=== cam_capture_ctrl ===
cam_capture_ctrl, clock nets:
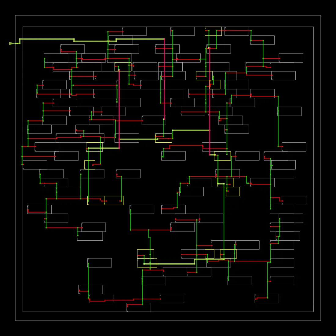

===== config.mk =====
export PLATFORM = sky130hd
export DESIGN_NAME = cam_capture_ctrl
export DESIGN_NICKNAME = d
export VERILOG_FILES = /design/src/rtl/cam_capture_ctrl.sv
export SDC_FILE = /design/constraint.sdc
export NUM_CORES = 1
export LEC_CHECK = 0
export ABC_AREA = 0
export ABC_CLOCK_PERIOD_IN_PS = 2100
export CORE_MARGIN = 2
export CORE_UTILIZATION = 56
export DETAILED_ROUTE_END_ITERATION = 6
export PLACE_DENSITY = 0.79
export SETUP_SLACK_MARGIN = 0.2
export SLEW_MARGIN = 20
export SYNTH_ARGS = -nofsm -noshare
export SYNTH_HDL_FRONTEND = slang
export SYNTH_SLANG_ARGS = --single-unit

===== constraint.sdc =====
create_clock -name CLOCK -period 2.1 [get_ports CLOCK]
set_input_delay 0.315 -clock CLOCK [delete_from_list [all_inputs] [get_ports CLOCK]]
set_output_delay 0.315 -clock CLOCK [all_outputs]
set_load 0.1 [all_outputs]

===== src/rtl/cam_capture_ctrl.sv =====
// rtl/cam_capture_ctrl.sv - OV7670 capture sequencer writing RGB332 pixels into the frame buffer
//
// Oversamples the camera bus in the CLOCK domain, tracks frame and line
// boundaries, packs RGB565 byte pairs into RGB332 and issues frame buffer writes.
//
// Ports:
//   CLOCK, RESET         system clock, synchronous active-high reset
//   CAM_PCLK/HREF/VSYNC  camera timing, asynchronous, oversampled
//   CAM_DATA             camera byte
//   CAPTURE_MODE         0 = continuous, 1 = single-shot (sampled at frame end)
//   ARM                  start capture, honoured only when idle
//   W_EN/W_ADDR/W_DATA   frame buffer write port
//   BUSY                 capture sequencer not idle
//   FRAME_DONE           one-cycle pulse at end of a captured frame
//   FRAME_COUNT          completed frames, wrapping
//   LINE_ERR             sticky geometry error, cleared by RESET or ARM

module cam_capture_ctrl #(
  parameter int SCREEN_WIDTH  = 176,
  parameter int SCREEN_HEIGHT = 144,
  parameter int ADDR_W        = 15
) (
  input  logic              CLOCK,
  input  logic              RESET,
  input  logic              CAM_PCLK,
  input  logic              CAM_HREF,
  input  logic              CAM_VSYNC,
  input  logic [7:0]        CAM_DATA,
  input  logic              CAPTURE_MODE,
  input  logic              ARM,
  output logic              W_EN,
  output logic [ADDR_W-1:0] W_ADDR,
  output logic [7:0]        W_DATA,
  output logic              BUSY,
  output logic              FRAME_DONE,
  output logic [7:0]        FRAME_COUNT,
  output logic              LINE_ERR
);

  // x saturates at SCREEN_WIDTH, y at SCREEN_HEIGHT + 1
  localparam int XW = $clog2(SCREEN_WIDTH + 1);
  localparam int YW = $clog2(SCREEN_HEIGHT + 2);
  localparam logic [XW-1:0]     X_END    = XW'(SCREEN_WIDTH);
  localparam logic [YW-1:0]     Y_END    = YW'(SCREEN_HEIGHT);
  localparam logic [YW-1:0]     Y_SAT    = YW'(SCREEN_HEIGHT + 1);
  localparam logic [ADDR_W-1:0] ROW_STEP = ADDR_W'(SCREEN_WIDTH);

  typedef enum logic [1:0] {
    ST_IDLE,
    ST_WAIT_FALL,
    ST_CAPTURE
  } state_t;

  // All four camera signals share the same pipeline depth so they stay aligned.
  logic       pclk_s1, pclk_s2, pclk_s3;
  logic       href_s1, href_s2, href_s3;
  logic       vsync_s1, vsync_s2, vsync_s3;
  logic [7:0] data_s1, data_s2;

  // Registered event stage: decoded edges plus the data/HREF aligned with them.
  logic       ev_pclk_rise, ev_href_fall, ev_vsync_rise, ev_vsync_fall;
  logic       ev_href;
  logic [7:0] ev_data;

  state_t            state;
  logic [XW-1:0]     x;
  logic [YW-1:0]     y;
  logic [ADDR_W-1:0] row_base;
  logic              byte_phase;
  logic [5:0]        hi_bits;   // R (d15:13) and G (d10:8) fields of the first byte

  always_ff @(posedge CLOCK) begin
    if (RESET) begin
      pclk_s1  <= 1'b0; pclk_s2  <= 1'b0; pclk_s3  <= 1'b0;
      href_s1  <= 1'b0; href_s2  <= 1'b0; href_s3  <= 1'b0;
      vsync_s1 <= 1'b0; vsync_s2 <= 1'b0; vsync_s3 <= 1'b0;
      data_s1  <= 8'd0; data_s2  <= 8'd0;
      ev_pclk_rise  <= 1'b0;
      ev_href_fall  <= 1'b0;
      ev_vsync_rise <= 1'b0;
      ev_vsync_fall <= 1'b0;
      ev_href       <= 1'b0;
      ev_data       <= 8'd0;
    end else begin
      pclk_s1  <= CAM_PCLK;  pclk_s2  <= pclk_s1;  pclk_s3  <= pclk_s2;
      href_s1  <= CAM_HREF;  href_s2  <= href_s1;  href_s3  <= href_s2;
      vsync_s1 <= CAM_VSYNC; vsync_s2 <= vsync_s1; vsync_s3 <= vsync_s2;
      data_s1  <= CAM_DATA;  data_s2  <= data_s1;
      ev_pclk_rise  <= pclk_s2 & ~pclk_s3;
      ev_href_fall  <= ~href_s2 & href_s3;
      ev_vsync_rise <= vsync_s2 & ~vsync_s3;
      ev_vsync_fall <= ~vsync_s2 & vsync_s3;
      ev_href       <= href_s2;
      ev_data       <= data_s2;
    end
  end

  always_ff @(posedge CLOCK) begin
    if (RESET) begin
      state       <= ST_IDLE;
      x           <= '0;
      y           <= '0;
      row_base    <= '0;
      byte_phase  <= 1'b0;
      hi_bits     <= 6'd0;
      W_EN        <= 1'b0;
      W_ADDR      <= '0;
      W_DATA      <= 8'd0;
      BUSY        <= 1'b0;
      FRAME_DONE  <= 1'b0;
      FRAME_COUNT <= 8'd0;
      LINE_ERR    <= 1'b0;
    end else begin
      W_EN       <= 1'b0;
      FRAME_DONE <= 1'b0;
      case (state)
        ST_IDLE: begin
          if (ARM) begin
            state    <= ST_WAIT_FALL;
            BUSY     <= 1'b1;
            LINE_ERR <= 1'b0;
          end
        end

        // Only a falling VSYNC starts capture, so a partial frame is never stored.
        ST_WAIT_FALL: begin
          if (ev_vsync_fall) begin
            state      <= ST_CAPTURE;
            x          <= '0;
            y          <= '0;
            row_base   <= '0;
            byte_phase <= 1'b0;
          end
        end

        ST_CAPTURE: begin
          // Priority: frame end, then line end, then pixel byte.
          if (ev_vsync_rise) begin
            FRAME_DONE  <= 1'b1;
            FRAME_COUNT <= FRAME_COUNT + 8'd1;
            if (y != Y_END) LINE_ERR <= 1'b1;
            if (CAPTURE_MODE) begin
              state <= ST_IDLE;
              BUSY  <= 1'b0;
            end else begin
              state <= ST_WAIT_FALL;
            end
          end else if (ev_href_fall) begin
            x          <= '0;
            byte_phase <= 1'b0;   // a dangling first byte is discarded
            if (x != X_END || byte_phase) LINE_ERR <= 1'b1;
            if (y == Y_SAT) begin
              LINE_ERR <= 1'b1;
            end else begin
              y        <= y + 1'b1;
              row_base <= row_base + ROW_STEP;
            end
          end else if (ev_pclk_rise && ev_href) begin
            if (!byte_phase) begin
              hi_bits    <= {ev_data[7:5], ev_data[2:0]};
              byte_phase <= 1'b1;
            end else begin
              byte_phase <= 1'b0;
              if (x < X_END && y < Y_END) begin
                W_EN   <= 1'b1;
                W_ADDR <= row_base + ADDR_W'(x);
                W_DATA <= {hi_bits, ev_data[4:3]};
                x      <= x + 1'b1;
              end else begin
                LINE_ERR <= 1'b1;
              end
            end
          end
        end

        default: state <= ST_IDLE;
      endcase
    end
  end

endmodule


=== piso_serializer ===
File: config.mk
export PLATFORM = sky130hd
export DESIGN_NAME = piso_serializer
export DESIGN_NICKNAME = d
export VERILOG_FILES = /design/src/rtl/piso_serializer_pkg.sv /design/src/rtl/piso_serializer_bit_counter.sv /design/src/rtl/piso_serializer.sv
export SDC_FILE = /design/constraint.sdc
export NUM_CORES = 1
export LEC_CHECK = 0
export ABC_AREA = 1
export ABC_CLOCK_PERIOD_IN_PS = 1900
export CAP_MARGIN = 20
export CORE_MARGIN = 3
export CORE_UTILIZATION = 40
export DETAILED_ROUTE_END_ITERATION = 8
export PLACE_DENSITY_LB_ADDON = 0.08
export SYNTH_ARGS = -nofsm -noshare
export SYNTH_HDL_FRONTEND = slang
export SYNTH_SLANG_ARGS = --single-unit
File: constraint.sdc
create_clock -name clk -period 1.9 [get_ports clk]
set_input_delay 0.285 -clock clk [delete_from_list [all_inputs] [get_ports clk]]
set_output_delay 0.285 -clock clk [all_outputs]
set_load 0.005 [all_outputs]
File: src/rtl/piso_serializer_pkg.sv
// Shared types and defaults for the PISO serializer: FSM state encoding and word width.
package piso_pkg;

    localparam int WIDTH_DEFAULT = 8;

    typedef enum logic {
        IDLE  = 1'b0,
        SHIFT = 1'b1
    } state_t;

endpackage

File: src/rtl/piso_serializer_bit_counter.sv
// Bit-position counter for the serializer: counts 0..WIDTH-1, flags the last position.
module bit_counter #(
    parameter int WIDTH = 8,
    parameter int CW    = (WIDTH > 1) ? $clog2(WIDTH) : 1
) (
    input  logic          clk,
    input  logic          async_reset,
    input  logic          i_clear,
    input  logic          i_enable,
    output logic [CW-1:0] o_count,
    output logic          o_terminal
);

    logic [CW-1:0] r_count;

    assign o_terminal = (r_count == CW'(WIDTH - 1));
    assign o_count    = r_count;

    // NOTE: clocked state uses non-blocking (<=) so every register samples pre-edge values.
    always_ff @(posedge clk or posedge async_reset) begin
        if (async_reset) begin
            r_count <= '0;
        end else if (i_clear) begin
            r_count <= '0;
        end else if (i_enable) begin
            r_count <= o_terminal ? '0 : r_count + 1'b1;
        end
    end

endmodule

File: src/rtl/piso_serializer.sv
// Parallel-in serial-out serializer with valid/ready load handshake and frame markers.
module piso_serializer
    import piso_pkg::*;
#(
    parameter int WIDTH     = WIDTH_DEFAULT,
    parameter bit LSB_FIRST = 1'b1
) (
    input  logic             clk,
    input  logic             async_reset,
    input  logic [WIDTH-1:0] data_in,
    input  logic             load_valid,
    output logic             load_ready,
    input  logic             shift_en,
    output logic             ser_out,
    output logic             ser_valid,
    output logic             frame_start,
    output logic             frame_end
);

    localparam int CW = (WIDTH > 1) ? $clog2(WIDTH) : 1;

    state_t           r_state;
    state_t           w_state_next;
    logic [WIDTH-1:0] r_shreg;
    logic [CW-1:0]    w_count;
    logic             w_terminal;
    logic             w_load;
    logic             w_shift_step;
    logic             w_head_bit;

    assign w_load       = load_valid & load_ready;
    assign w_shift_step = (r_state == SHIFT) & shift_en;
    assign w_head_bit   = LSB_FIRST ? r_shreg[0] : r_shreg[WIDTH-1];

    bit_counter #(
        .WIDTH (WIDTH),
        .CW    (CW)
    ) u_bit_counter (
        .clk         (clk),
        .async_reset (async_reset),
        .i_clear     (w_load),
        .i_enable    (w_shift_step),
        .o_count     (w_count),
        .o_terminal  (w_terminal)
    );

    always_ff @(posedge clk or posedge async_reset) begin
        if (async_reset) begin
            r_state <= IDLE;
        end else begin
            r_state <= w_state_next;
        end
    end

    // NOTE: every combinational output gets a default first so no path can infer a latch.
    always_comb begin
        w_state_next = r_state;
        load_ready   = 1'b0;
        ser_out      = 1'b0;
        ser_valid    = 1'b0;
        frame_start  = 1'b0;
        frame_end    = 1'b0;
        case (r_state)
            IDLE: begin
                load_ready = 1'b1;
                if (load_valid) begin
                    w_state_next = SHIFT;
                end
            end
            SHIFT: begin
                ser_valid   = 1'b1;
                ser_out     = w_head_bit;
                frame_start = (w_count == '0);
                frame_end   = w_terminal;
                // Last bit consumed: accept a follow-on word in the same edge or fall back to IDLE.
                if (shift_en && w_terminal) begin
                    load_ready = 1'b1;
                    if (!load_valid) begin
                        w_state_next = IDLE;
                    end
                end
            end
            default: w_state_next = IDLE;
        endcase
    end

    // NOTE: the shift register is cleared on reset so no stale word can reappear after an abort.
    always_ff @(posedge clk or posedge async_reset) begin
        if (async_reset) begin
            r_shreg <= '0;
        end else if (w_load) begin
            r_shreg <= data_in;
        end else if (w_shift_step) begin
            r_shreg <= LSB_FIRST ? (r_shreg >> 1) : (r_shreg << 1);
        end
    end

endmodule


## Gallery

Clock distribution.
shot_01.png
(4 px per micron)
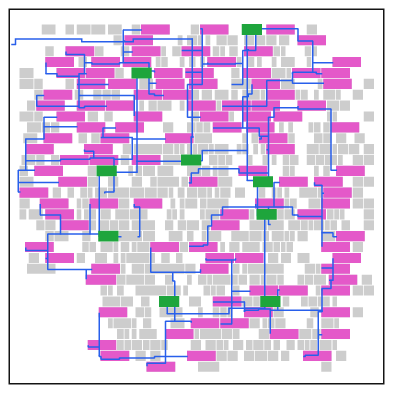
shot_02.png
(10 px per micron)
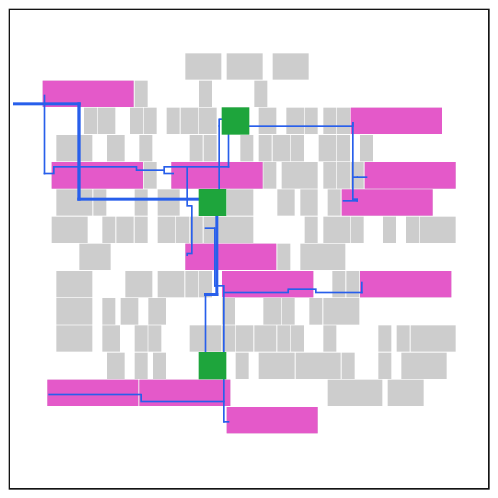
shot_01.png -> cam_capture_ctrl
shot_02.png -> piso_serializer
Of these, most sequential cells: shot_01.png
Of these, largest die: shot_01.png

Key to shot_01.png:
legend:
  blue:
    item: clock wires
    length: 1130 microns
  green:
    item: cells driving clock nets
    count: 9
  magenta:
    item: flip-flops
    count: 108
flops lie: widely spread
routed clock nets: 10

piso_serializer, M3 wires:
(10 px per micron)
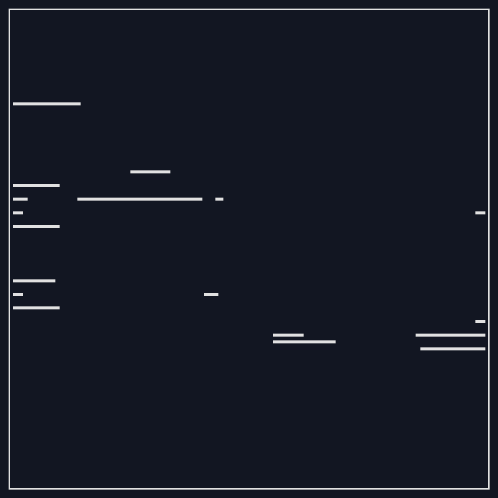
wire length on this layer: 66.2 microns
nets with wire on the layer: 16
share of all routed wire: 4.7%
total routed wirelength: 1400 microns
met3 Usage GRT: 0.0338

==> results.cfg, piso_serializer <==
; implementation run metrics
[outcome]
outcome = completed

[drt]
dr.pass1.iters = 4
drtIter0Drc = 9
detail-route-antenna-nets = 0

[critical_path]
cp-start-kind = flop
worstSetupPathType = reg -> out
reg2reg_from = u_bit_counter.o_count[1]
rr_endpoint = r_shreg[2]

[floorplanning]
chipArea_sq_um = 2290

[synthesis]
top_logic_kind = simple AND/OR/NAND/NOR gates
numSynthFlops = 12
postSynthSeqShare = 0.429

[placement]
place_hpwl_microns = 1030

[power]
peakVddDrop_mv = 0.474

[run]
drv_cap = 0
tool_warnings = 27
-- piso_serializer: per-layer routing --
layer / part of all wire / GRT usage / up-vias
met5: 0 / 0 / -
met4: 0.014 / 0.0806 / 0
met3: 0.047 / 0.0338 / 4
met2: 0.47 / 0.243 / 20
met1: 0.47 / 0.199 / 275
li1: - / - / 329
-- piso_serializer: area by class of cell --
| class | count | area, sq um |
|---|---|---|
| clock buffer | 4 | 36.3 |
| fill | 164 | 654 |
| inverter | 22 | 82.6 |
| multi-input combinational | 59 | 289 |
| sequential | 12 | 300 |
| tap | 16 | 20.0 |
| timing repair buffer | 20 | 194 |
-- piso_serializer: where the power goes --
part	switching, uW	internal (uW)
registers	52.7	338
logic	177	179
clock network	92.3	116
total	322	634
-- piso_serializer: cells in the mapped netlist (all sizes together) --
master | count | share of area
nand4 | 1 | 0.0090
nor2 | 1 | 0.0054
o21ai | 4 | 0.034
nand3 | 16 | 0.12
dfrtp | 12 | 0.43
inv | 22 | 0.12
buf | 3 | 0.043
nand2 | 34 | 0.19
ha | 3 | 0.054
-- piso_serializer: flip-flops by register name (all words and copies together), names as in the netlist --
signal,flops
r_shreg,8
u_bit_counter.o_count,3
r_state,1
cam_capture_ctrl, routed metal, one colour a layer:
(3 px per micron)
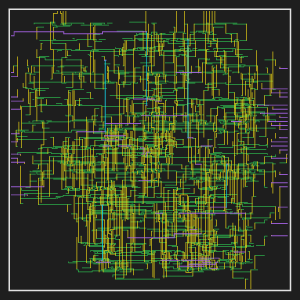
legend:
  green:
    layer: met1
    wire_length: 4170 microns
  cyan:
    layer: met4
    wire_length: 114 microns
  yellow:
    layer: met2
    wire_length: 4010 microns
  purple:
    layer: met3
    wire_length: 400 microns
vias: 3535
total routed wirelength: 8690 microns

cam_capture_ctrl, M3 wires:
(4 px per micron)
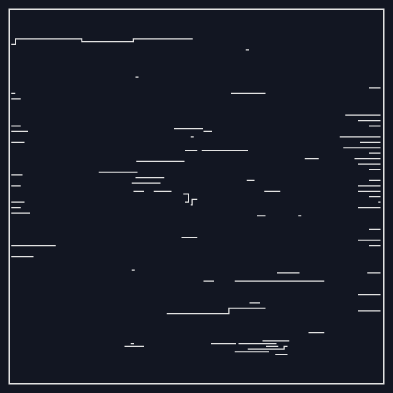
wire length on this layer: 400 microns
longest straight run: 22.1 microns
met3 Usage GRT: 0.0379

## Picture notes: 'clock nets' of cam_capture_ctrl
CTS buffer count: 9
seq_cells: 108
clock-net power: 1250 uW
clk_buf instances: 10
clk sink count: 108

==> results.cfg, cam_capture_ctrl <==
; implementation run metrics
[drt]
drc_errors = 0
dr.pass1.iters = 4

[layout]
nonClockInverterCount = 13
fin_nets = 556
synthToLayoutAreaGrowth_pct = 17.2

[grt]
grt_use_total = 0.204
grt_max_degree = 78

[sta]
rsz0062_at_grt = true
worst_clock_skew_ps = 11.3
setup_viol_count_final = 0
tightest_slew_ps = 593

[outcome]
outcome = completed

[clocking]
htree_levels = 3

[synthesis]
ys_sh_adder = 0.0308
yosysTopAreaCell = dfxtp_1
synth_warnings = 0
xor_area_frac = 0.0216
async_flop_share = 0

[floorplanning]
rows = 32
tap_cells = 102

[placement]
gp_congestion = 0.860
place_inst = 619

[critical_path]
worstPathMaxFanout = 12
crit_arrival_ps = 2140
r2r_cells = 5
cam_capture_ctrl: per-stage QoR:
stage | total power [uW] | setup WS (ps) | instance area [sq um] | util
5_1_grt | 3590 | 159 | 5230 | 0.676
6_report | 3470 | 254 | 5230 | 0.676
2_1_floorplan | 2220 | 302 | 4460 | -
3_3_place_gp | 2260 | 268 | 4970 | 0.643
4_1_cts | 3510 | 198 | 5190 | 0.672
3_5_place_dp | 2260 | 174 | 4970 | 0.643
cam_capture_ctrl: worst max-delay path, delay by kind of cell, from the launching register on:
family / cells / cell delay, ps
compound gates: 2 / 300
flops: 1 / 400
simple gates: 2 / 870
buf+inv: 1 / 200
cam_capture_ctrl: metal layers:
metal,up-vias,global-route usage,share of wire
met3,12,0.0379,0.046
met2,102,0.334,0.46
li1,1796,-,-
met5,-,0,0
met1,1625,0.265,0.48
met4,0,0.0833,0.013
cam_capture_ctrl: placed cells by master (no fill, tap or decap), types with 12 or more instances in the layout:
cell type	synthesis	layout
nor2b_1	36	36
o21ai_0	14	14
clkdlybuf4s50_1	0	13
nand3_1	13	13
nand2_1	52	52
inv_1	13	13
buf_4	0	44
or3_1	12	12
mux2i_1	13	13
nor2_1	38	38
dfxtp_1	108	107
a21oi_1	42	42

=== riscv_mem_arbiter ===
riscv_mem_arbiter, clock distribution:
(3 px per micron)
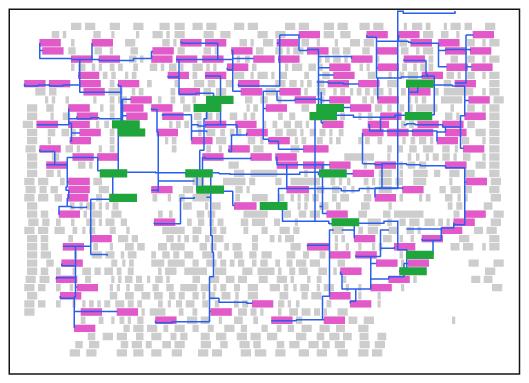

### src/rtl/riscv_mem_arbiter.sv
// riscv_mem_arbiter
// Shares one byte-wide synchronous-read memory port between the fetch (I)
// and load (D) requesters. Requests are granted round-robin and expanded into
// consecutive little-endian byte reads. Bytes are merged into a zero-extended
// word that is returned as a single-cycle response pulse to the owner.
module riscv_mem_arbiter #(
  parameter int WORD_LENGTH = 32,
  parameter int NUM_MEM     = 4096
) (
  input  logic                   clk,
  input  logic                   rst,
  input  logic                   i_req_valid,
  input  logic [WORD_LENGTH-1:0] i_req_addr,
  output logic                   i_req_ready,
  output logic                   i_rsp_valid,
  output logic [WORD_LENGTH-1:0] i_rsp_data,
  output logic                   i_rsp_err,
  input  logic                   d_req_valid,
  input  logic [WORD_LENGTH-1:0] d_req_addr,
  input  logic [1:0]             d_req_size,
  output logic                   d_req_ready,
  output logic                   d_rsp_valid,
  output logic [WORD_LENGTH-1:0] d_rsp_data,
  output logic                   d_rsp_err,
  output logic                   mem_en,
  output logic [WORD_LENGTH-1:0] mem_addr,
  input  logic [7:0]             mem_rdata
);

  typedef enum logic [1:0] {
    IDLE  = 2'd0,
    ISSUE = 2'd1,
    DRAIN = 2'd2,
    RESP  = 2'd3
  } state_t;

  state_t                 state;
  state_t                 state_next;

  logic [WORD_LENGTH-1:0] base;
  logic [1:0]             last_idx;
  logic [1:0]             cnt;
  logic                   owner_d;
  logic                   err_acc;
  logic [WORD_LENGTH-1:0] result;
  logic                   pend_en;
  logic [1:0]             pend_idx;
  logic                   last_d;

  logic                   grant_i;
  logic                   grant_d;
  logic [WORD_LENGTH-1:0] byte_addr;
  logic                   byte_ok;
  logic [WORD_LENGTH-1:0] merged;
  logic [1:0]             d_last_idx;

  // Byte address for the current issue slot; wraps modulo 2^WORD_LENGTH.
  // The merged word folds in the byte read one cycle earlier, if it was issued.
  always_comb begin
    byte_addr = base + WORD_LENGTH'(cnt);
    byte_ok   = (byte_addr < WORD_LENGTH'(NUM_MEM));
    merged    = result;
    if (pend_en) begin
      merged = result | (WORD_LENGTH'(mem_rdata) << {pend_idx, 3'b000});
    end
    case (d_req_size)
      2'd0:    d_last_idx = 2'd0;
      2'd1:    d_last_idx = 2'd1;
      default: d_last_idx = 2'd3;
    endcase
  end

  // Next-state logic, grant decision and memory/response strobes.
  always_comb begin
    state_next  = state;
    grant_i     = 1'b0;
    grant_d     = 1'b0;
    mem_en      = 1'b0;
    mem_addr    = '0;
    i_rsp_valid = 1'b0;
    d_rsp_valid = 1'b0;
    case (state)
      IDLE: begin
        if (!rst) begin
          if (i_req_valid && (!d_req_valid || last_d)) begin
            grant_i = 1'b1;
          end else if (d_req_valid) begin
            grant_d = 1'b1;
          end
        end
        if (grant_i || grant_d) begin
          state_next = ISSUE;
        end
      end
      ISSUE: begin
        mem_en   = byte_ok;
        mem_addr = byte_addr;
        if (cnt == last_idx) begin
          state_next = DRAIN;
        end
      end
      DRAIN: begin
        state_next = RESP;
      end
      RESP: begin
        i_rsp_valid = !owner_d;
        d_rsp_valid = owner_d;
        state_next  = IDLE;
      end
      default: state_next = IDLE;
    endcase
  end

  assign i_req_ready = grant_i;
  assign d_req_ready = grant_d;

  // State register.
  always_ff @(posedge clk) begin
    if (rst) begin
      state <= IDLE;
    end else begin
      state <= state_next;
    end
  end

  // Request capture, byte assembly and response data holding registers.
  always_ff @(posedge clk) begin
    if (rst) begin
      base       <= '0;
      last_idx   <= '0;
      cnt        <= '0;
      owner_d    <= 1'b0;
      err_acc    <= 1'b0;
      result     <= '0;
      pend_en    <= 1'b0;
      pend_idx   <= '0;
      last_d     <= 1'b1;
      i_rsp_data <= '0;
      i_rsp_err  <= 1'b0;
      d_rsp_data <= '0;
      d_rsp_err  <= 1'b0;
    end else begin
      pend_en  <= 1'b0;
      pend_idx <= cnt;
      case (state)
        IDLE: begin
          if (grant_i || grant_d) begin
            base     <= grant_i ? i_req_addr : d_req_addr;
            last_idx <= grant_i ? 2'd3 : d_last_idx;
            owner_d  <= grant_d;
            err_acc  <= grant_d && (d_req_size == 2'd3);
            result   <= '0;
            cnt      <= '0;
            last_d   <= grant_d;
          end
        end
        ISSUE: begin
          pend_en <= byte_ok;
          cnt     <= cnt + 2'd1;
          result  <= merged;
          if (!byte_ok) begin
            err_acc <= 1'b1;
          end
        end
        DRAIN: begin
          result <= merged;
          if (owner_d) begin
            d_rsp_data <= merged;
            d_rsp_err  <= err_acc;
          end else begin
            i_rsp_data <= merged;
            i_rsp_err  <= err_acc;
          end
        end
        default: begin
        end
      endcase
    end
  end

endmodule

### config.mk
export PLATFORM = sky130hd
export DESIGN_NAME = riscv_mem_arbiter
export DESIGN_NICKNAME = d
export VERILOG_FILES = /design/src/rtl/riscv_mem_arbiter.sv
export SDC_FILE = /design/constraint.sdc
export NUM_CORES = 1
export LEC_CHECK = 0
export CAP_MARGIN = 20
export CELL_PAD_IN_SITES_DETAIL_PLACEMENT = 1
export CELL_PAD_IN_SITES_GLOBAL_PLACEMENT = 1
export CORE_ASPECT_RATIO = 0.7
export CORE_MARGIN = 4
export CORE_UTILIZATION = 35
export CTS_BUF_LIST = sky130_fd_sc_hd__clkbuf_8 sky130_fd_sc_hd__clkbuf_16
export DETAILED_ROUTE_END_ITERATION = 6
export GPL_ROUTABILITY_DRIVEN = 0
export GPL_TIMING_DRIVEN = 0
export PLACE_DENSITY = 0.83
export REMOVE_ABC_BUFFERS = 1
export SYNTH_ARGS = -nofsm -noshare
export SYNTH_HDL_FRONTEND = slang
export SYNTH_SLANG_ARGS = --single-unit
### constraint.sdc
create_clock -name clk -period 3.7 [get_ports clk]
set_input_delay 0.555 -clock clk [delete_from_list [all_inputs] [get_ports clk]]
set_output_delay 0.555 -clock clk [all_outputs]
set_load 0.02 [all_outputs]
=== mem_wb_skid_reg ===
**src/rtl/mem_wb_skid_reg_pkg.sv**
```systemverilog
// Shared types and encodings for the MEM->WB skid-buffered pipeline register.
// Holds result-select codes, the skid occupancy states and the reference payload layout.
package mem_wb_skid_reg_pkg;

    localparam logic [1:0] RES_ALU = 2'b00;
    localparam logic [1:0] RES_MEM = 2'b01;
    localparam logic [1:0] RES_PC4 = 2'b10;

    typedef enum logic [1:0] {
        OCC_EMPTY = 2'd0,
        OCC_ONE   = 2'd1,
        OCC_FULL  = 2'd2
    } occ_state_t;

    // Field order matches the flat payload packed by mem_wb_skid_reg at default widths.
    typedef struct packed {
        logic [31:0] PCPlus4;
        logic [31:0] ALUResult;
        logic [31:0] ReadData;
        logic        RegWrite;
        logic [1:0]  ResultSrc;
        logic [4:0]  Rd;
    } mem_wb_payload_t;

endpackage

```
**src/rtl/mem_wb_skid_reg_skid.sv**
```systemverilog
// skid_reg_2: generic 2-entry valid/ready skid buffer with a registered ready and flush.
// The head register drives out_data; the skid register absorbs the entry accepted while the head stalls.
module skid_reg_2
    import mem_wb_skid_reg_pkg::*;
#(
    parameter int W = 8
) (
    input  logic         clk,
    input  logic         rst_n,
    input  logic         flush,
    input  logic         in_valid,
    output logic         in_ready,
    input  logic [W-1:0] in_data,
    output logic         out_valid,
    input  logic         out_ready,
    output logic [W-1:0] out_data
);

    occ_state_t  state_q, state_d;
    logic        ready_q;
    logic [W-1:0] head_q, skid_q;
    logic        acc, pop;
    logic        load_head_in, load_skid, skid_to_head;

    assign acc = in_valid & ready_q & ~flush;
    assign pop = out_valid & out_ready;

    // NOTE: sequential state uses non-blocking assignments so every flop samples pre-edge values.
    always_ff @(posedge clk) begin
        if (!rst_n) begin
            state_q <= OCC_EMPTY;
            ready_q <= 1'b1;
        end else begin
            state_q <= state_d;
            ready_q <= (state_d != OCC_FULL);
        end
    end

    // NOTE: each combinational output is given a default first so no latch is inferred.
    always_comb begin
        state_d = state_q;
        if (flush) begin
            state_d = OCC_EMPTY;
        end else begin
            unique case (state_q)
                OCC_EMPTY: if (acc) state_d = OCC_ONE;
                OCC_ONE: begin
                    if (acc && !pop)      state_d = OCC_FULL;
                    else if (pop && !acc) state_d = OCC_EMPTY;
                end
                OCC_FULL:  if (pop) state_d = OCC_ONE;
                default:   state_d = OCC_EMPTY;
            endcase
        end
    end

    always_comb begin
        load_head_in = 1'b0;
        load_skid    = 1'b0;
        skid_to_head = 1'b0;
        if (!flush) begin
            unique case (state_q)
                OCC_EMPTY: load_head_in = acc;
                OCC_ONE: begin
                    load_head_in = acc & pop;
                    load_skid    = acc & ~pop;
                end
                OCC_FULL:  skid_to_head = pop;
                default: ;
            endcase
        end
    end

    // Payload is cleared on reset so the outputs read zero; flush only drops the valids.
    always_ff @(posedge clk) begin
        if (!rst_n) begin
            head_q <= '0;
            skid_q <= '0;
        end else begin
            if (load_head_in)      head_q <= in_data;
            else if (skid_to_head) head_q <= skid_q;
            if (load_skid)         skid_q <= in_data;
        end
    end

    assign in_ready  = ready_q;
    assign out_valid = (state_q != OCC_EMPTY);
    assign out_data  = head_q;

endmodule

```
**src/rtl/mem_wb_skid_reg.sv**
```systemverilog
// MEM->WB pipeline register with valid/ready back-pressure and a 2-entry skid buffer.
// Adds the writeback result mux, bubble gating of RegWrite and the hazard-unit forwarding tap.
module mem_wb_skid_reg
    import mem_wb_skid_reg_pkg::*;
#(
    parameter int DATA_WIDTH       = 32,
    parameter int REG_ADDR_WIDTH   = 5,
    parameter int RESULT_SRC_WIDTH = 2
) (
    input  logic                        clk,
    input  logic                        rst_n,
    input  logic                        flush,
    input  logic                        valid_m,
    output logic                        ready_m,
    input  logic [DATA_WIDTH-1:0]       PCPlus4_m,
    input  logic [DATA_WIDTH-1:0]       ALUResult_m,
    input  logic [DATA_WIDTH-1:0]       ReadData_m,
    input  logic                        RegWrite_m,
    input  logic [RESULT_SRC_WIDTH-1:0] ResultSrc_m,
    input  logic [REG_ADDR_WIDTH-1:0]   Rd_m,
    output logic                        valid_w,
    input  logic                        ready_w,
    output logic [DATA_WIDTH-1:0]       PCPlus4_w,
    output logic [DATA_WIDTH-1:0]       ALUResult_w,
    output logic [DATA_WIDTH-1:0]       ReadData_w,
    output logic                        RegWrite_w,
    output logic [RESULT_SRC_WIDTH-1:0] ResultSrc_w,
    output logic [REG_ADDR_WIDTH-1:0]   Rd_w,
    output logic [DATA_WIDTH-1:0]       Result_w,
    output logic                        fwd_en,
    output logic [REG_ADDR_WIDTH-1:0]   fwd_rd,
    output logic [DATA_WIDTH-1:0]       fwd_data
);

    localparam int PW = 3*DATA_WIDTH + 1 + RESULT_SRC_WIDTH + REG_ADDR_WIDTH;

    logic [PW-1:0] in_payload, out_payload;
    logic          head_regwrite;

    assign in_payload = {PCPlus4_m, ALUResult_m, ReadData_m, RegWrite_m, ResultSrc_m, Rd_m};

    skid_reg_2 #(.W(PW)) u_skid (
        .clk       (clk),
        .rst_n     (rst_n),
        .flush     (flush),
        .in_valid  (valid_m),
        .in_ready  (ready_m),
        .in_data   (in_payload),
        .out_valid (valid_w),
        .out_ready (ready_w),
        .out_data  (out_payload)
    );

    assign {PCPlus4_w, ALUResult_w, ReadData_w, head_regwrite, ResultSrc_w, Rd_w} = out_payload;

    always_comb begin
        Result_w = '0;
        case (ResultSrc_w)
            RESULT_SRC_WIDTH'(RES_ALU): Result_w = ALUResult_w;
            RESULT_SRC_WIDTH'(RES_MEM): Result_w = ReadData_w;
            RESULT_SRC_WIDTH'(RES_PC4): Result_w = PCPlus4_w;
            default:                    Result_w = '0;
        endcase
    end

    // A bubble must never write the register file or forward.
    assign RegWrite_w = head_regwrite & valid_w;
    assign fwd_en     = RegWrite_w & (Rd_w != '0);
    assign fwd_rd     = Rd_w;
    assign fwd_data   = Result_w;

endmodule

```
**config.mk**
```make
export PLATFORM = sky130hd
export DESIGN_NAME = mem_wb_skid_reg
export DESIGN_NICKNAME = d
export VERILOG_FILES = /design/src/rtl/mem_wb_skid_reg_pkg.sv /design/src/rtl/mem_wb_skid_reg_skid.sv /design/src/rtl/mem_wb_skid_reg.sv
export SDC_FILE = /design/constraint.sdc
export NUM_CORES = 1
export LEC_CHECK = 0
export CAP_MARGIN = 30
export CORE_UTILIZATION = 48
export CTS_CLUSTER_DIAMETER = 80
export DETAILED_ROUTE_END_ITERATION = 8
export PLACE_DENSITY = 0.88
export SKIP_LAST_GASP = 1
export SLEW_MARGIN = 20
export SYNTH_ARGS = -nofsm -noshare
export SYNTH_HDL_FRONTEND = slang
export SYNTH_SLANG_ARGS = --single-unit
```
**constraint.sdc**
```tcl
create_clock -name clk -period 2.25 [get_ports clk]
set_input_delay 0.5625 -clock clk [delete_from_list [all_inputs] [get_ports clk]]
set_output_delay 0.5625 -clock clk [all_outputs]
set_load 0.01 [all_outputs]
```
=== data_memory_arbiter ===
[config.mk]
export PLATFORM = sky130hd
export DESIGN_NAME = data_memory_arbiter
export DESIGN_NICKNAME = d
export VERILOG_FILES = /design/src/rtl/data_memory_arbiter.sv
export SDC_FILE = /design/constraint.sdc
export NUM_CORES = 1
export LEC_CHECK = 0
export CAP_MARGIN = 5
export CORE_MARGIN = 1.5
export CORE_UTILIZATION = 34
export DETAILED_ROUTE_END_ITERATION = 8
export HOLD_SLACK_MARGIN = 0.03
export PLACE_DENSITY = 0.86
export SYNTH_ARGS = -nofsm -noshare
export SYNTH_HDL_FRONTEND = slang
export SYNTH_SLANG_ARGS = --single-unit
[constraint.sdc]
create_clock -name i_clock -period 2.7 [get_ports i_clock]
set_clock_uncertainty 0.2 [all_clocks]
set_input_delay 0.27 -clock i_clock [delete_from_list [all_inputs] [get_ports i_clock]]
set_output_delay 0.27 -clock i_clock [all_outputs]
set_load 0.05 [all_outputs]
[src/rtl/data_memory_arbiter.sv]
// rtl/data_memory_arbiter.sv - CPU-priority data memory arbiter with debug dump sequencer
// Optional starvation guard: define DMEM_ARB_STARVE_GUARD_EN.
module data_memory_arbiter #(
    parameter int NB_DATA      = 32,
    parameter int RAM_DEPTH    = 256,
    parameter int NB_ADDR      = 8,
    parameter int STARVE_LIMIT = 16
) (
    input  logic               i_clock,
    input  logic               i_reset,
    input  logic [NB_DATA-1:0] i_cpu_address,
    input  logic [NB_DATA-1:0] i_cpu_write_data,
    input  logic               i_cpu_read_enable,
    input  logic               i_cpu_write_enable,
    input  logic               i_cpu_valid,
    output logic [NB_DATA-1:0] o_cpu_read_data,
    output logic               o_cpu_stall,
    input  logic               i_dump_start,
    input  logic [NB_ADDR-1:0] i_dump_base,
    input  logic [NB_ADDR:0]   i_dump_count,
    output logic [NB_DATA-1:0] o_dump_data,
    output logic               o_dump_valid,
    input  logic               i_dump_ready,
    output logic               o_dump_busy,
    output logic               o_dump_done,
    output logic [NB_DATA-1:0] o_mem_address,
    output logic [NB_DATA-1:0] o_mem_write_data,
    output logic               o_mem_read_enable,
    output logic               o_mem_write_enable,
    output logic               o_mem_valid,
    input  logic [NB_DATA-1:0] i_mem_read_data
);

    typedef enum logic [1:0] {
        ST_IDLE  = 2'd0,
        ST_FETCH = 2'd1,
        ST_SEND  = 2'd2,
        ST_DONE  = 2'd3
    } state_t;

    // Address wrap relies on the natural overflow of the NB_ADDR-bit counter.
    if (RAM_DEPTH != (1 << NB_ADDR) || STARVE_LIMIT < 1) begin : g_param_check
        $error("data_memory_arbiter: RAM_DEPTH must be 2**NB_ADDR and STARVE_LIMIT >= 1");
    end

    state_t             r_state;
    logic [NB_ADDR-1:0] r_addr;
    logic [NB_ADDR:0]   r_remaining;
    logic [NB_DATA-1:0] r_dump_data;
    logic               r_dump_valid;
    logic               r_dump_done;

    logic w_cpu_req;
    logic w_force;
    logic w_cpu_grant;

    assign w_cpu_req   = i_cpu_valid & (i_cpu_read_enable | i_cpu_write_enable);
    assign w_cpu_grant = w_cpu_req & ~w_force;

`ifdef DMEM_ARB_STARVE_GUARD_EN
    localparam int NB_STARVE = $clog2(STARVE_LIMIT + 1);
    logic [NB_STARVE-1:0] r_starve;

    assign w_force     = (r_state == ST_FETCH) && (r_starve == NB_STARVE'(STARVE_LIMIT));
    assign o_cpu_stall = w_force;

    // Counts only FETCH cycles lost to the CPU; any other cycle restarts it.
    always_ff @(posedge i_clock or posedge i_reset) begin
        if (i_reset) begin
            r_starve <= '0;
        end else if (r_state == ST_FETCH && w_cpu_req && !w_force) begin
            r_starve <= r_starve + 1'b1;
        end else begin
            r_starve <= '0;
        end
    end
`else
    assign w_force     = 1'b0;
    assign o_cpu_stall = 1'b0;
`endif

    always_comb begin
        o_mem_address      = '0;
        o_mem_write_data   = '0;
        o_mem_read_enable  = 1'b0;
        o_mem_write_enable = 1'b0;
        o_mem_valid        = 1'b0;
        o_cpu_read_data    = '0;
        if (w_cpu_grant) begin
            o_mem_address      = i_cpu_address;
            o_mem_write_data   = i_cpu_write_data;
            o_mem_read_enable  = i_cpu_read_enable;
            o_mem_write_enable = i_cpu_write_enable;
            o_mem_valid        = i_cpu_valid;
            o_cpu_read_data    = i_mem_read_data;
        end else if (r_state == ST_FETCH) begin
            o_mem_address     = {{(NB_DATA-NB_ADDR){1'b0}}, r_addr};
            o_mem_read_enable = 1'b1;
            o_mem_valid       = 1'b1;
        end
    end

    always_ff @(posedge i_clock or posedge i_reset) begin
        if (i_reset) begin
            r_state      <= ST_IDLE;
            r_addr       <= '0;
            r_remaining  <= '0;
            r_dump_data  <= '0;
            r_dump_valid <= 1'b0;
            r_dump_done  <= 1'b0;
        end else begin
            case (r_state)
                ST_IDLE: begin
                    r_dump_done <= 1'b0;
                    if (i_dump_start) begin
                        r_addr      <= i_dump_base;
                        r_remaining <= i_dump_count;
                        if (i_dump_count == '0) begin
                            r_state     <= ST_DONE;
                            r_dump_done <= 1'b1;
                        end else begin
                            r_state <= ST_FETCH;
                        end
                    end
                end
                ST_FETCH: begin
                    if (!w_cpu_grant) begin
                        r_dump_data  <= i_mem_read_data;
                        r_dump_valid <= 1'b1;
                        r_state      <= ST_SEND;
                    end
                end
                ST_SEND: begin
                    if (i_dump_ready) begin
                        r_dump_valid <= 1'b0;
                        r_remaining  <= r_remaining - 1'b1;
                        if (r_remaining == {{NB_ADDR{1'b0}}, 1'b1}) begin
                            r_state     <= ST_DONE;
                            r_dump_done <= 1'b1;
                        end else begin
                            r_addr  <= r_addr + 1'b1;
                            r_state <= ST_FETCH;
                        end
                    end
                end
                ST_DONE: begin
                    r_dump_done <= 1'b0;
                    r_state     <= ST_IDLE;
                end
                default: begin
                    r_state <= ST_IDLE;
                end
            endcase
        end
    end

    assign o_dump_data  = r_dump_data;
    assign o_dump_valid = r_dump_valid;
    assign o_dump_done  = r_dump_done;
    assign o_dump_busy  = (r_state != ST_IDLE);

endmodule
=== mem_requester_flat ===
==> config.mk <==
export PLATFORM = sky130hd
export DESIGN_NAME = mem_requester_flat
export DESIGN_NICKNAME = d
export VERILOG_FILES = /design/src/rtl/mem_requester_if.sv /design/src/rtl/mem_requester.sv /design/src/flat_wrapper.sv
export SDC_FILE = /design/constraint.sdc
export NUM_CORES = 1
export LEC_CHECK = 0
export ABC_AREA = 1
export CAP_MARGIN = 20
export CELL_PAD_IN_SITES_DETAIL_PLACEMENT = 0
export CELL_PAD_IN_SITES_GLOBAL_PLACEMENT = 2
export CORE_MARGIN = 1.5
export CORE_UTILIZATION = 21
export DETAILED_ROUTE_END_ITERATION = 10
export GPL_TIMING_DRIVEN = 1
export HOLD_SLACK_MARGIN = 0.15
export PLACE_DENSITY = 0.76
export SLEW_MARGIN = 20
export SYNTH_ARGS = -nofsm -noshare
export SYNTH_HDL_FRONTEND = slang
export SYNTH_SLANG_ARGS = --single-unit
==> constraint.sdc <==
create_clock -name clk -period 3.41 [get_ports clk]
set_clock_uncertainty 0.1 [all_clocks]
set_input_delay 0.682 -clock clk [delete_from_list [all_inputs] [get_ports clk]]
set_output_delay 0.682 -clock clk [all_outputs]
set_load 0.01 [all_outputs]
==> src/rtl/mem_requester_if.sv <==
// Request/response and memory-side signal bundle for mem_requester.
// slave is the requester's own view; master is the core/memory environment view.
interface mem_requester_if #(
    parameter int AWIDTH = 32,
    parameter int DWIDTH = 32
);
    logic              req_valid_i;
    logic              req_ready_o;
    logic              req_we_i;
    logic [AWIDTH-1:0] req_addr_i;
    logic [1:0]        req_size_i;
    logic              req_unsigned_i;
    logic [DWIDTH-1:0] req_wdata_i;
    logic              rsp_valid_o;
    logic              rsp_err_o;
    logic [DWIDTH-1:0] rsp_rdata_o;
    logic [AWIDTH-1:0] mem_addr_o;
    logic [DWIDTH-1:0] mem_data_o;
    logic              mem_read_en_o;
    logic              mem_write_en_o;
    logic [DWIDTH-1:0] mem_data_i;

    modport slave (
        input  req_valid_i, req_we_i, req_addr_i, req_size_i, req_unsigned_i, req_wdata_i,
        input  mem_data_i,
        output req_ready_o, rsp_valid_o, rsp_err_o, rsp_rdata_o,
        output mem_addr_o, mem_data_o, mem_read_en_o, mem_write_en_o
    );

    modport master (
        output req_valid_i, req_we_i, req_addr_i, req_size_i, req_unsigned_i, req_wdata_i,
        output mem_data_i,
        input  req_ready_o, rsp_valid_o, rsp_err_o, rsp_rdata_o,
        input  mem_addr_o, mem_data_o, mem_read_en_o, mem_write_en_o
    );
endinterface

==> src/rtl/mem_requester.sv <==
// Load/store initiator: one request at a time, sub-word stores done as read-modify-write.
// Define MISALIGN_TRAP_EN to reject misaligned half/word accesses with rsp_err_o.
module mem_requester #(
    parameter int AWIDTH = 32,
    parameter int DWIDTH = 32
) (
    input  logic                 clk,
    input  logic                 rst,
    mem_requester_if.slave       bus
);
    localparam int LANES = DWIDTH / 8;

    typedef enum logic [1:0] {IDLE, ACCESS, WRITE, RESP} state_t;

    state_t            state_reg, state_next;
    logic              we_reg;
    logic [AWIDTH-1:0] addr_reg;
    logic [1:0]        size_reg;
    logic              uns_reg;
    logic [DWIDTH-1:0] wdata_reg;
    logic [DWIDTH-1:0] old_reg;
    logic              err_reg;

    logic              req_bad;
    logic [DWIDTH-1:0] merge_data;
    logic [DWIDTH-1:0] load_data;
    logic [LANES-1:0]  lane_sel;

    logic              ready_next;
    logic              rsp_valid_next;
    logic              rsp_err_next;
    logic [DWIDTH-1:0] rsp_rdata_next;
    logic [AWIDTH-1:0] mem_addr_next;
    logic [DWIDTH-1:0] mem_data_next;
    logic              mem_rd_next;
    logic              mem_wr_next;

    always_comb begin
`ifdef MISALIGN_TRAP_EN
        req_bad = (bus.req_size_i == 2'b11)
               || (bus.req_size_i == 2'b01 && bus.req_addr_i[0])
               || (bus.req_size_i == 2'b10 && bus.req_addr_i[1:0] != 2'b00);
`else
        req_bad = (bus.req_size_i == 2'b11);
`endif
    end

    // Each byte lane takes store data if the access covers it, otherwise keeps the old byte.
    generate
        for (genvar gi = 0; gi < LANES; gi++) begin : g_lane
            localparam bit LOW_BYTE = (gi == 0);
            localparam bit LOW_HALF = (gi < 2);
            assign lane_sel[gi] = LOW_BYTE
                               || (LOW_HALF && size_reg == 2'b01)
                               || (size_reg == 2'b10);
            assign merge_data[gi*8 +: 8] = lane_sel[gi] ? wdata_reg[gi*8 +: 8]
                                                        : old_reg[gi*8 +: 8];
        end
    endgenerate

    always_comb begin
        load_data = old_reg;
        case (size_reg)
            2'b00: load_data = uns_reg ? {{(DWIDTH-8){1'b0}}, old_reg[7:0]}
                                       : {{(DWIDTH-8){old_reg[7]}}, old_reg[7:0]};
            2'b01: load_data = uns_reg ? {{(DWIDTH-16){1'b0}}, old_reg[15:0]}
                                       : {{(DWIDTH-16){old_reg[15]}}, old_reg[15:0]};
            default: load_data = old_reg;
        endcase
    end

    always_ff @(posedge clk or posedge rst) begin
        if (rst) begin
            state_reg <= IDLE;
            we_reg    <= 1'b0;
            addr_reg  <= '0;
            size_reg  <= 2'b00;
            uns_reg   <= 1'b0;
            wdata_reg <= '0;
            old_reg   <= '0;
            err_reg   <= 1'b0;
        end else begin
            state_reg <= state_next;
            if (state_reg == IDLE && bus.req_valid_i) begin
                we_reg    <= bus.req_we_i;
                addr_reg  <= bus.req_addr_i;
                size_reg  <= bus.req_size_i;
                uns_reg   <= bus.req_unsigned_i;
                wdata_reg <= bus.req_wdata_i;
                err_reg   <= req_bad;
            end
            if (state_reg == ACCESS) begin
                old_reg <= bus.mem_data_i;
            end
        end
    end

    always_comb begin
        state_next     = state_reg;
        ready_next     = 1'b0;
        rsp_valid_next = 1'b0;
        rsp_err_next   = 1'b0;
        rsp_rdata_next = '0;
        mem_addr_next  = '0;
        mem_data_next  = '0;
        mem_rd_next    = 1'b0;
        mem_wr_next    = 1'b0;
        case (state_reg)
            IDLE: begin
                ready_next = 1'b1;
                if (bus.req_valid_i) begin
                    state_next = req_bad ? RESP : ACCESS;
                end
            end
            ACCESS: begin
                mem_addr_next = addr_reg;
                if (we_reg && size_reg == 2'b10) begin
                    mem_wr_next   = 1'b1;
                    mem_data_next = wdata_reg;
                    state_next    = RESP;
                end else begin
                    mem_rd_next = 1'b1;
                    state_next  = we_reg ? WRITE : RESP;
                end
            end
            WRITE: begin
                mem_addr_next = addr_reg;
                mem_wr_next   = 1'b1;
                mem_data_next = merge_data;
                state_next    = RESP;
            end
            RESP: begin
                rsp_valid_next = 1'b1;
                rsp_err_next   = err_reg;
                rsp_rdata_next = (we_reg || err_reg) ? '0 : load_data;
                state_next     = IDLE;
            end
            default: state_next = IDLE;
        endcase
    end

    assign bus.req_ready_o    = ready_next;
    assign bus.rsp_valid_o    = rsp_valid_next;
    assign bus.rsp_err_o      = rsp_err_next;
    assign bus.rsp_rdata_o    = rsp_rdata_next;
    assign bus.mem_addr_o     = mem_addr_next;
    assign bus.mem_data_o     = mem_data_next;
    assign bus.mem_read_en_o  = mem_rd_next;
    assign bus.mem_write_en_o = mem_wr_next;
endmodule

==> src/flat_wrapper.sv <==
// flat-port wrapper written by rule: the top's interface ports become plain ports
module mem_requester_flat 
#(
    parameter int AWIDTH = 32,
    parameter int DWIDTH = 32
)
  (clk, rst, bus_req_valid_i, bus_req_we_i, bus_req_addr_i, bus_req_size_i, bus_req_unsigned_i, bus_req_wdata_i, bus_mem_data_i, bus_req_ready_o, bus_rsp_valid_o, bus_rsp_err_o, bus_rsp_rdata_o, bus_mem_addr_o, bus_mem_data_o, bus_mem_read_en_o, bus_mem_write_en_o);
  mem_requester_if #(.AWIDTH(AWIDTH), .DWIDTH(DWIDTH)) bus_i ();
  input  logic clk;
  input  logic rst;
  input wire logic [$bits(bus_i.req_valid_i)-1:0] bus_req_valid_i;
  input wire logic [$bits(bus_i.req_we_i)-1:0] bus_req_we_i;
  input wire logic [$bits(bus_i.req_addr_i)-1:0] bus_req_addr_i;
  input wire logic [$bits(bus_i.req_size_i)-1:0] bus_req_size_i;
  input wire logic [$bits(bus_i.req_unsigned_i)-1:0] bus_req_unsigned_i;
  input wire logic [$bits(bus_i.req_wdata_i)-1:0] bus_req_wdata_i;
  input wire logic [$bits(bus_i.mem_data_i)-1:0] bus_mem_data_i;
  output wire logic [$bits(bus_i.req_ready_o)-1:0] bus_req_ready_o;
  output wire logic [$bits(bus_i.rsp_valid_o)-1:0] bus_rsp_valid_o;
  output wire logic [$bits(bus_i.rsp_err_o)-1:0] bus_rsp_err_o;
  output wire logic [$bits(bus_i.rsp_rdata_o)-1:0] bus_rsp_rdata_o;
  output wire logic [$bits(bus_i.mem_addr_o)-1:0] bus_mem_addr_o;
  output wire logic [$bits(bus_i.mem_data_o)-1:0] bus_mem_data_o;
  output wire logic [$bits(bus_i.mem_read_en_o)-1:0] bus_mem_read_en_o;
  output wire logic [$bits(bus_i.mem_write_en_o)-1:0] bus_mem_write_en_o;
  assign bus_i.req_valid_i = bus_req_valid_i;
  assign bus_i.req_we_i = bus_req_we_i;
  assign bus_i.req_addr_i = bus_req_addr_i;
  assign bus_i.req_size_i = bus_req_size_i;
  assign bus_i.req_unsigned_i = bus_req_unsigned_i;
  assign bus_i.req_wdata_i = bus_req_wdata_i;
  assign bus_i.mem_data_i = bus_mem_data_i;
  assign bus_req_ready_o = bus_i.req_ready_o;
  assign bus_rsp_valid_o = bus_i.rsp_valid_o;
  assign bus_rsp_err_o = bus_i.rsp_err_o;
  assign bus_rsp_rdata_o = bus_i.rsp_rdata_o;
  assign bus_mem_addr_o = bus_i.mem_addr_o;
  assign bus_mem_data_o = bus_i.mem_data_o;
  assign bus_mem_read_en_o = bus_i.mem_read_en_o;
  assign bus_mem_write_en_o = bus_i.mem_write_en_o;
  mem_requester #(.AWIDTH(AWIDTH), .DWIDTH(DWIDTH)) u_core (.clk(clk), .rst(rst), .bus(bus_i));
endmodule
riscv_mem_arbiter, selected gate families:
(1.5 px per micron)
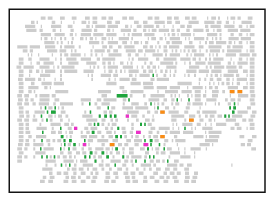
legend:
  magenta:
    family: AND-OR and OR-AND gates
    cells: 5
  green:
    family: NAND gates
    cells: 72
  orange:
    family: multiplexers
    cells: 6
Commonest Layout Cell: clkdlybuf4s50_1
fin cells: 1174
combinational fraction of the cell area: 0.365

Notes on 'clock distribution' of riscv_mem_arbiter above:
legend:
  magenta:
    item: flip-flops
    count: 142
  blue:
    item: clock wires
    length: 1930 microns
  green:
    item: cells driving clock nets
    count: 17
routed clock nets: 18
flops lie: widely spread
clock share of power: 0.298
clock-net power: 1640 uW
Clk Latency, worst-skew pair: 420 ps

==> results.cfg, riscv_mem_arbiter <==
; implementation run metrics
[drt]
top_layer = met4
wl_met2_microns = 9550
vias = 6137
detail-route-antenna-nets = 0

[floorplanning]
die_y_microns = 121
chipArea_sq_um = 20500
ios = 181

[synthesis]
synthMuxAreaShare = 0.00939
numSynthFlops = 142
ys_types = 50
yosysTopAreaCell = dfxtp_1

[run]
tool_warnings = 31

[grt]
grt_max_degree = 60
antenna_found_initial = 0
met3_usage = 0.0456
grt_pass1_vias = 6008

[layout]
synthToLayoutAreaGrowth_pct = 43.3
final_cell_mix = 177 x clkdlybuf4s50_1, 140 x nor2_1, 138 x dfxtp_1

[critical_path]
worstSetupPathType = reg -> out
crit_slowest_cell = or4_4
cp-start-kind = flop
cp_top_family = simple AND/OR/NAND/NOR gates

[clocking]
holdBufCountCts = 0
cts.sinks = 142

[sta]
slew_viol_final = 0
setup_ws_ps = 83.6

[placement]
place_hpwl_microns = 15400
place_area_sq_um = 8350

[outcome]
outcome = completed
## riscv_mem_arbiter: flip-flops by register name, summed over array words and instances (netlist names)
name and flops:
base 32, cnt 2, d_rsp_data 32, d_rsp_err 1, err_acc 1, i_rsp_data 32
i_rsp_err 1, last_d 1, last_idx 2, owner_d 1, pend_en 1, pend_idx 2
result 32, state 2
## riscv_mem_arbiter: where the power goes
part / internal (uW) / switching (uW)
sequential: 1770 / 269
clock: 901 / 740
combinational: 830 / 999
## riscv_mem_arbiter: tightest hold or removal path, stage by stage (launching register included)
cell and delay (ps):
dfxtp_1 330, a21oi_1 40, nor2_1 70
## riscv_mem_arbiter: worst paths after layout
kind | start | end | cells after the start | slack, ps
worst max-delay path | cnt[0] | mem_en | 9 | 80
worst min-delay path | result[17] | result[17] | 2 | 470
worst max register to register | cnt[0] | err_acc | 10 | 530
worst min register to register | result[17] | result[17] | 2 | 470
## riscv_mem_arbiter: final cells by class
cell class,count,area (sq um)
tap,236,295
clock buffer,18,439
multi-input combinational,554,3350
clock inverter,14,128
timing repair buffer,200,2060
sequential,142,2850
fill,2083,8790
inverter,10,41.3
mem_requester_flat, M3 wires:
(3 px per micron)
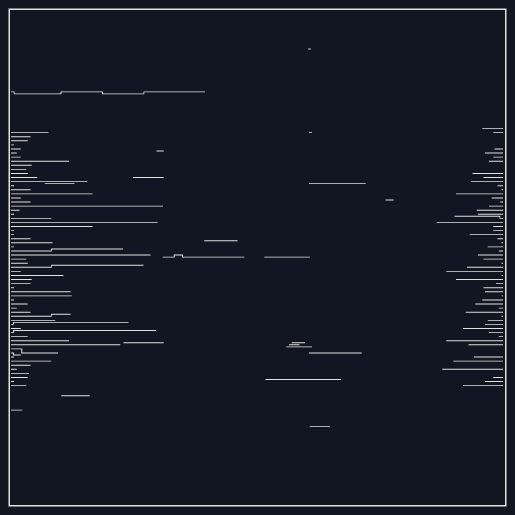
share of all routed wire: 7.5%
nets with wire on the layer: 130
vias: 5314
met3 Usage GRT: 0.0427
total routed wirelength: 18900 microns

mem_requester_flat, selected gate families:
(1.5 px per micron)
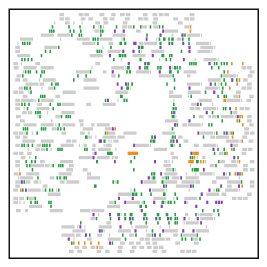
legend:
  purple:
    family: inverting AOI/OAI gates
    cells: 105
  green:
    family: NAND gates
    cells: 345
    where: widely spread
  orange:
    family: NOR gates
    cells: 40
    where: widely spread
combinational fraction of the cell area: 0.274
Commonest Layout Cell: nand2_1
fin cells: 1290

==> results.cfg, mem_requester_flat <==
; implementation run metrics
[outcome]
outcome = completed

[power]
p_per_area_nw_per_um2 = 906
pg_clk_uw = 1090

[synthesis]
syn-instance-count = 764
synth.most_common_cell = nand2_1
ff_type = dfrtp_1
syn_avg_cell_area_sq_um = 7.21

[layout]
drive_gt1_frac = 0.0503
fin_nets = 1061
dominant_cells = sequential cells

[critical_path]
rr_endpoint = u_core.wdata_reg[24]
reg2reg_from = u_core.state_reg[0]
crit_arrival_ps = 2400

[floorplanning]
rows = 59
chipArea_sq_um = 27200

[sta]
slew_headroom = 0.643
rsz0062_at_grt = false
final.min_clock_period_ps = 3180
slew_viol_final = 0

[drt]
drtIter0Drc = 323
drc_errors = 0

[clocking]
htree_levels = 3

[run]
drv_cap = 0
-- mem_requester_flat: metrics by stage --
step	setup WS, ps	area [sq um]	instances	hold WS (ps)
finish	232	8190	1290	381
global route	32.4	8190	1290	399
CTS	61.7	8150	1288	386
detailed placement	452	7850	1272	364
global placement	461	7850	1272	363
floorplan	1290	5510	764	349
-- mem_requester_flat: routing by layer --
| layer | global-route usage | routed length [microns] | up-vias |
|---|---|---|---|
| li1 | - | - | 2703 |
| met1 | 0.197 | 9200 | 2452 |
| met2 | 0.211 | 8040 | 148 |
| met3 | 0.0427 | 1420 | 11 |
| met4 | 0.0328 | 197 | 0 |
| met5 | 0 | 0 | - |
-- mem_requester_flat: cells by family after synthesis --
kind of cell	count (synthesis)
adder cells (fa/ha/maj)	8
AND/OR/NAND/NOR	385
flip-flops	103
AND-OR/OR-AND	105
buffers and inverters	163
-- mem_requester_flat: what timing repair did --
item / in CTS / in global routing
resized: 0 / 4
endpoints found under the setup margin: 0 / 23
setup buffers: 0 / 2
-- mem_requester_flat: worst reg2reg max path, stage by stage (launching register included) --
cell	delay, ps
dfrtp_1	430
inv_1	90
ha_1	290
nand2_2	100
clkinv_2	340
buf_4	370
nand2_1	110
o21ai_0	80
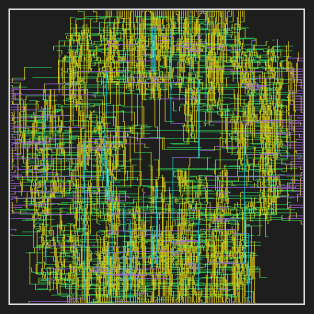
mem_wb_skid_reg: routed metal, one colour a layer
(2 px per micron)
legend:
  cyan:
    layer: met4
    wire_length: 1180 microns
  yellow:
    layer: met2
    wire_length: 14800 microns
  purple:
    layer: met3
    wire_length: 2390 microns
  green:
    layer: met1
    wire_length: 12600 microns
total routed wirelength: 31000 microns
vias: 9489
All-Layer GR Usage: 0.273
WL per Instance: 18.0 microns

mem_wb_skid_reg, clock nets:
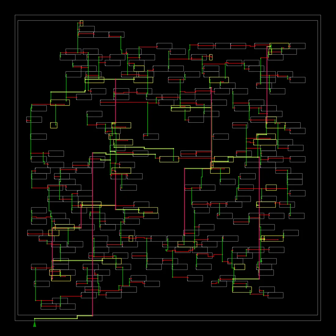
seq_cells: 211
clk sink count: 211
skew final: 7.29 ps
Clk Latency, worst-skew pair: 500 ps
clk_buf instances: 35

==> results.cfg, mem_wb_skid_reg <==
; implementation run metrics
[sta]
setup_viol_count_final = 22
setup_ws_ps = -65.6
tightest_slew_ps = 451

[outcome]
violations = setup timing
outcome = complete, but fails checks

[floorplanning]
rows = 52
die_x_microns = 147
fp.coreArea_sq_um = 20400

[synthesis]
ys_types = 29
topCellsByArea = dfxtp_1 42%, nand2_1 17%, buf_4 11%
syn_area_sq_um = 10100
syn-instance-count = 1299

[critical_path]
crit_buf_inv = 4
r2r_cells = 5
crit_arrival_ps = 1750
required_ps = 1690
cp.depth = 6

[layout]
antenna_cells = 0

[run]
tool_warnings = 30

[drt]
drc_errors = 0

[worst_hold_path]
hold_path.class = reg -> reg
[mem_wb_skid_reg: through the flow]
stage / power [uW] / utilization / instances / worst slack, ps
final: 9290 / 0.663 / 1722 / -65.6
after global routing: 9620 / 0.663 / 1722 / -155
after CTS: 9250 / 0.649 / 1717 / -132
after detailed placement: 5560 / 0.606 / 1656 / -162
after global placement: 5530 / 0.606 / 1656 / -104
after floorplan: 4890 / - / 1299 / 199
[mem_wb_skid_reg: report_power, final]
group	switching, uW	internal (uW)	total, uW
Clock	1460	2210	3680
Sequential	174	3890	4060
Combinational	716	841	1560
Total	2350	6940	9290
[mem_wb_skid_reg: cell usage in the layout, fill, tap and decap left out, types with 2 or more instances in the layout]
cell and n:
a21boi_0 44, a21boi_1 60, a31oi_1 104, buf_12 28
buf_2 55, buf_4 33, buf_6 20, buf_8 2
clkbuf_1 5, clkbuf_16 23, clkbuf_8 7, clkdlybuf4s50_1 215
clkinv_2 2, dfxtp_1 206, dfxtp_2 4, dlygate4sd2_1 2
inv_1 2, mux2i_1 12, mux2i_2 10, mux2i_4 10
nand2_1 434, nand2_2 10, nand2_4 5, nand2b_1 2
o21ai_0 88, o21ai_1 20, o21ai_2 25, o21ai_4 3
data_memory_arbiter, selected gate families:
(3 px per micron)
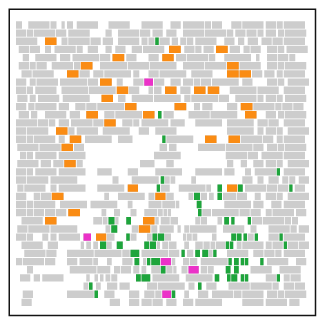
legend:
  green:
    family: NAND gates
    cells: 62
  magenta:
    family: AND-OR and OR-AND gates
    cells: 5
  orange:
    family: multiplexers
    cells: 38
fin cells: 736
Commonest Layout Cell: clkdlybuf4s50_1

==> results.cfg, data_memory_arbiter <==
; implementation run metrics
[outcome]
outcome = completed

[layout]
fillers = 631
postLayoutCoreUtil = 0.754
comb_share = 0.261
buffer_area_frac = 0.510
clock_cell_area_share = 0.0133
nonClockInverterCount = 8

[power]
peakVddDrop_mv = 0.455
powerComb_uw = 4080
seq_cell_power_uw = 1510
p_clk_frac = 0.077

[clocking]
cts-root-buf = clkbuf_8
cts_tree = built
htree_levels = 2

[drt]
drt-total-wl_microns = 13200
wire_per_inst_microns = 18.0

[synthesis]
synth_nets = 488
yosys-stat-cells = 362
yosysTopAreaCell = dfrtp_1

[floorplanning]
rows = 35
initCoreUtil = 0.354
die_x_microns = 102

[critical_path]
rrSetupSlack_ps = 160
required_ps = 2230

[grt]
grt_max_degree = 97
grt_pass1_vias = 3916

[sta]
maxClockFrequency_mhz = 392
holdWs_ps = 118

[placement]
io_buffers = 253
place_hpwl_microns = 10900
==> data_memory_arbiter: worst max-delay path, cell delays in order, from the launching register on <==
cell	delay (ps)
dfrtp_1	370
inv_1	110
ha_1	260
inv_1	180
clkdlybuf4s50_1	840
==> data_memory_arbiter: per-layer routing <==
layer	vias to the layer above	GRT usage	part of all wire
met3	35	0.0725	0.097
met2	212	0.486	0.55
li1	1726	-	-
met1	1723	0.260	0.32
met5	-	0	0
met4	0	0.104	0.037
==> data_memory_arbiter: cell families after synthesis <==
kind of cell | after synthesis | synth area share
buffers and inverters | 32 | 0.0440
DFF | 53 | 0.402
muxes | 38 | 0.128
other | 1 | 0.00114
and+or+nand+nor | 180 | 0.309
AOI/OAI and AO/OA | 52 | 0.0932
adders and majority gates | 6 | 0.0227
==> data_memory_arbiter: state kept, by name, indices dropped and copies added (netlist names) <==
register / cells
o_dump_data: 32
o_dump_done: 1
o_dump_valid: 1
r_addr: 8
r_remaining: 9
r_state: 2
==> data_memory_arbiter: per-stage QoR <==
stage               cell area, sq um  cells
floorplan                       3300    362
global placement                6940    728
detailed placement              6940    728
CTS                             7030    736
global route                    7030    736
finish                          7030    736


==> layout pictures side by side <==
Routed metal, one colour a layer.
image #1
(1.5 px per micron)
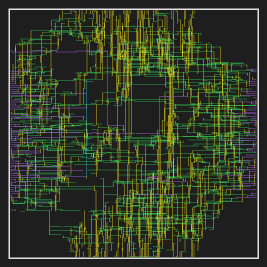
image #2
(6 px per micron)
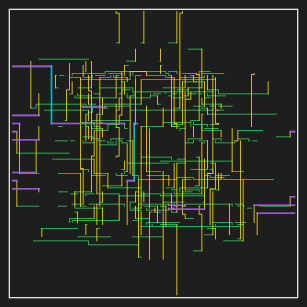
image #3
(3 px per micron)
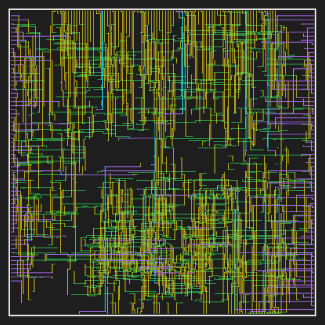
image #4
(1.5 px per micron)
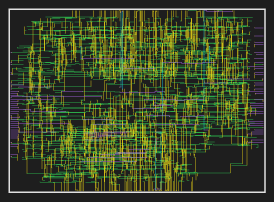
riscv_mem_arbiter is image #4.
data_memory_arbiter is image #3.
piso_serializer is image #2.
mem_requester_flat is image #1.
Of these, smallest die: image #2
Of these, least wire: image #2

Key to image #1:
legend:
  purple:
    layer: met3
    wire_length: 1420 microns
  yellow:
    layer: met2
    wire_length: 8040 microns
  cyan:
    layer: met4
    wire_length: 198 microns
  green:
    layer: met1
    wire_length: 9200 microns


==> screenshots <==
Selected gate families.
picture 1
(6 px per micron)
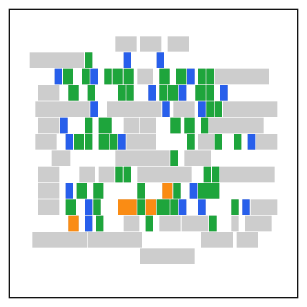
picture 2
(2 px per micron)
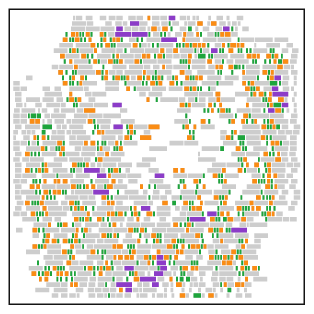
picture 3
(3 px per micron)
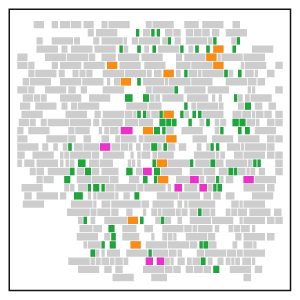
- largest die: picture 2
- most cells: picture 2
| from | picture |
|---|---|
| mem_wb_skid_reg | picture 2 |
| piso_serializer | picture 1 |
| cam_capture_ctrl | picture 3 |

Power is estimated from default activity; no workload was simulated.
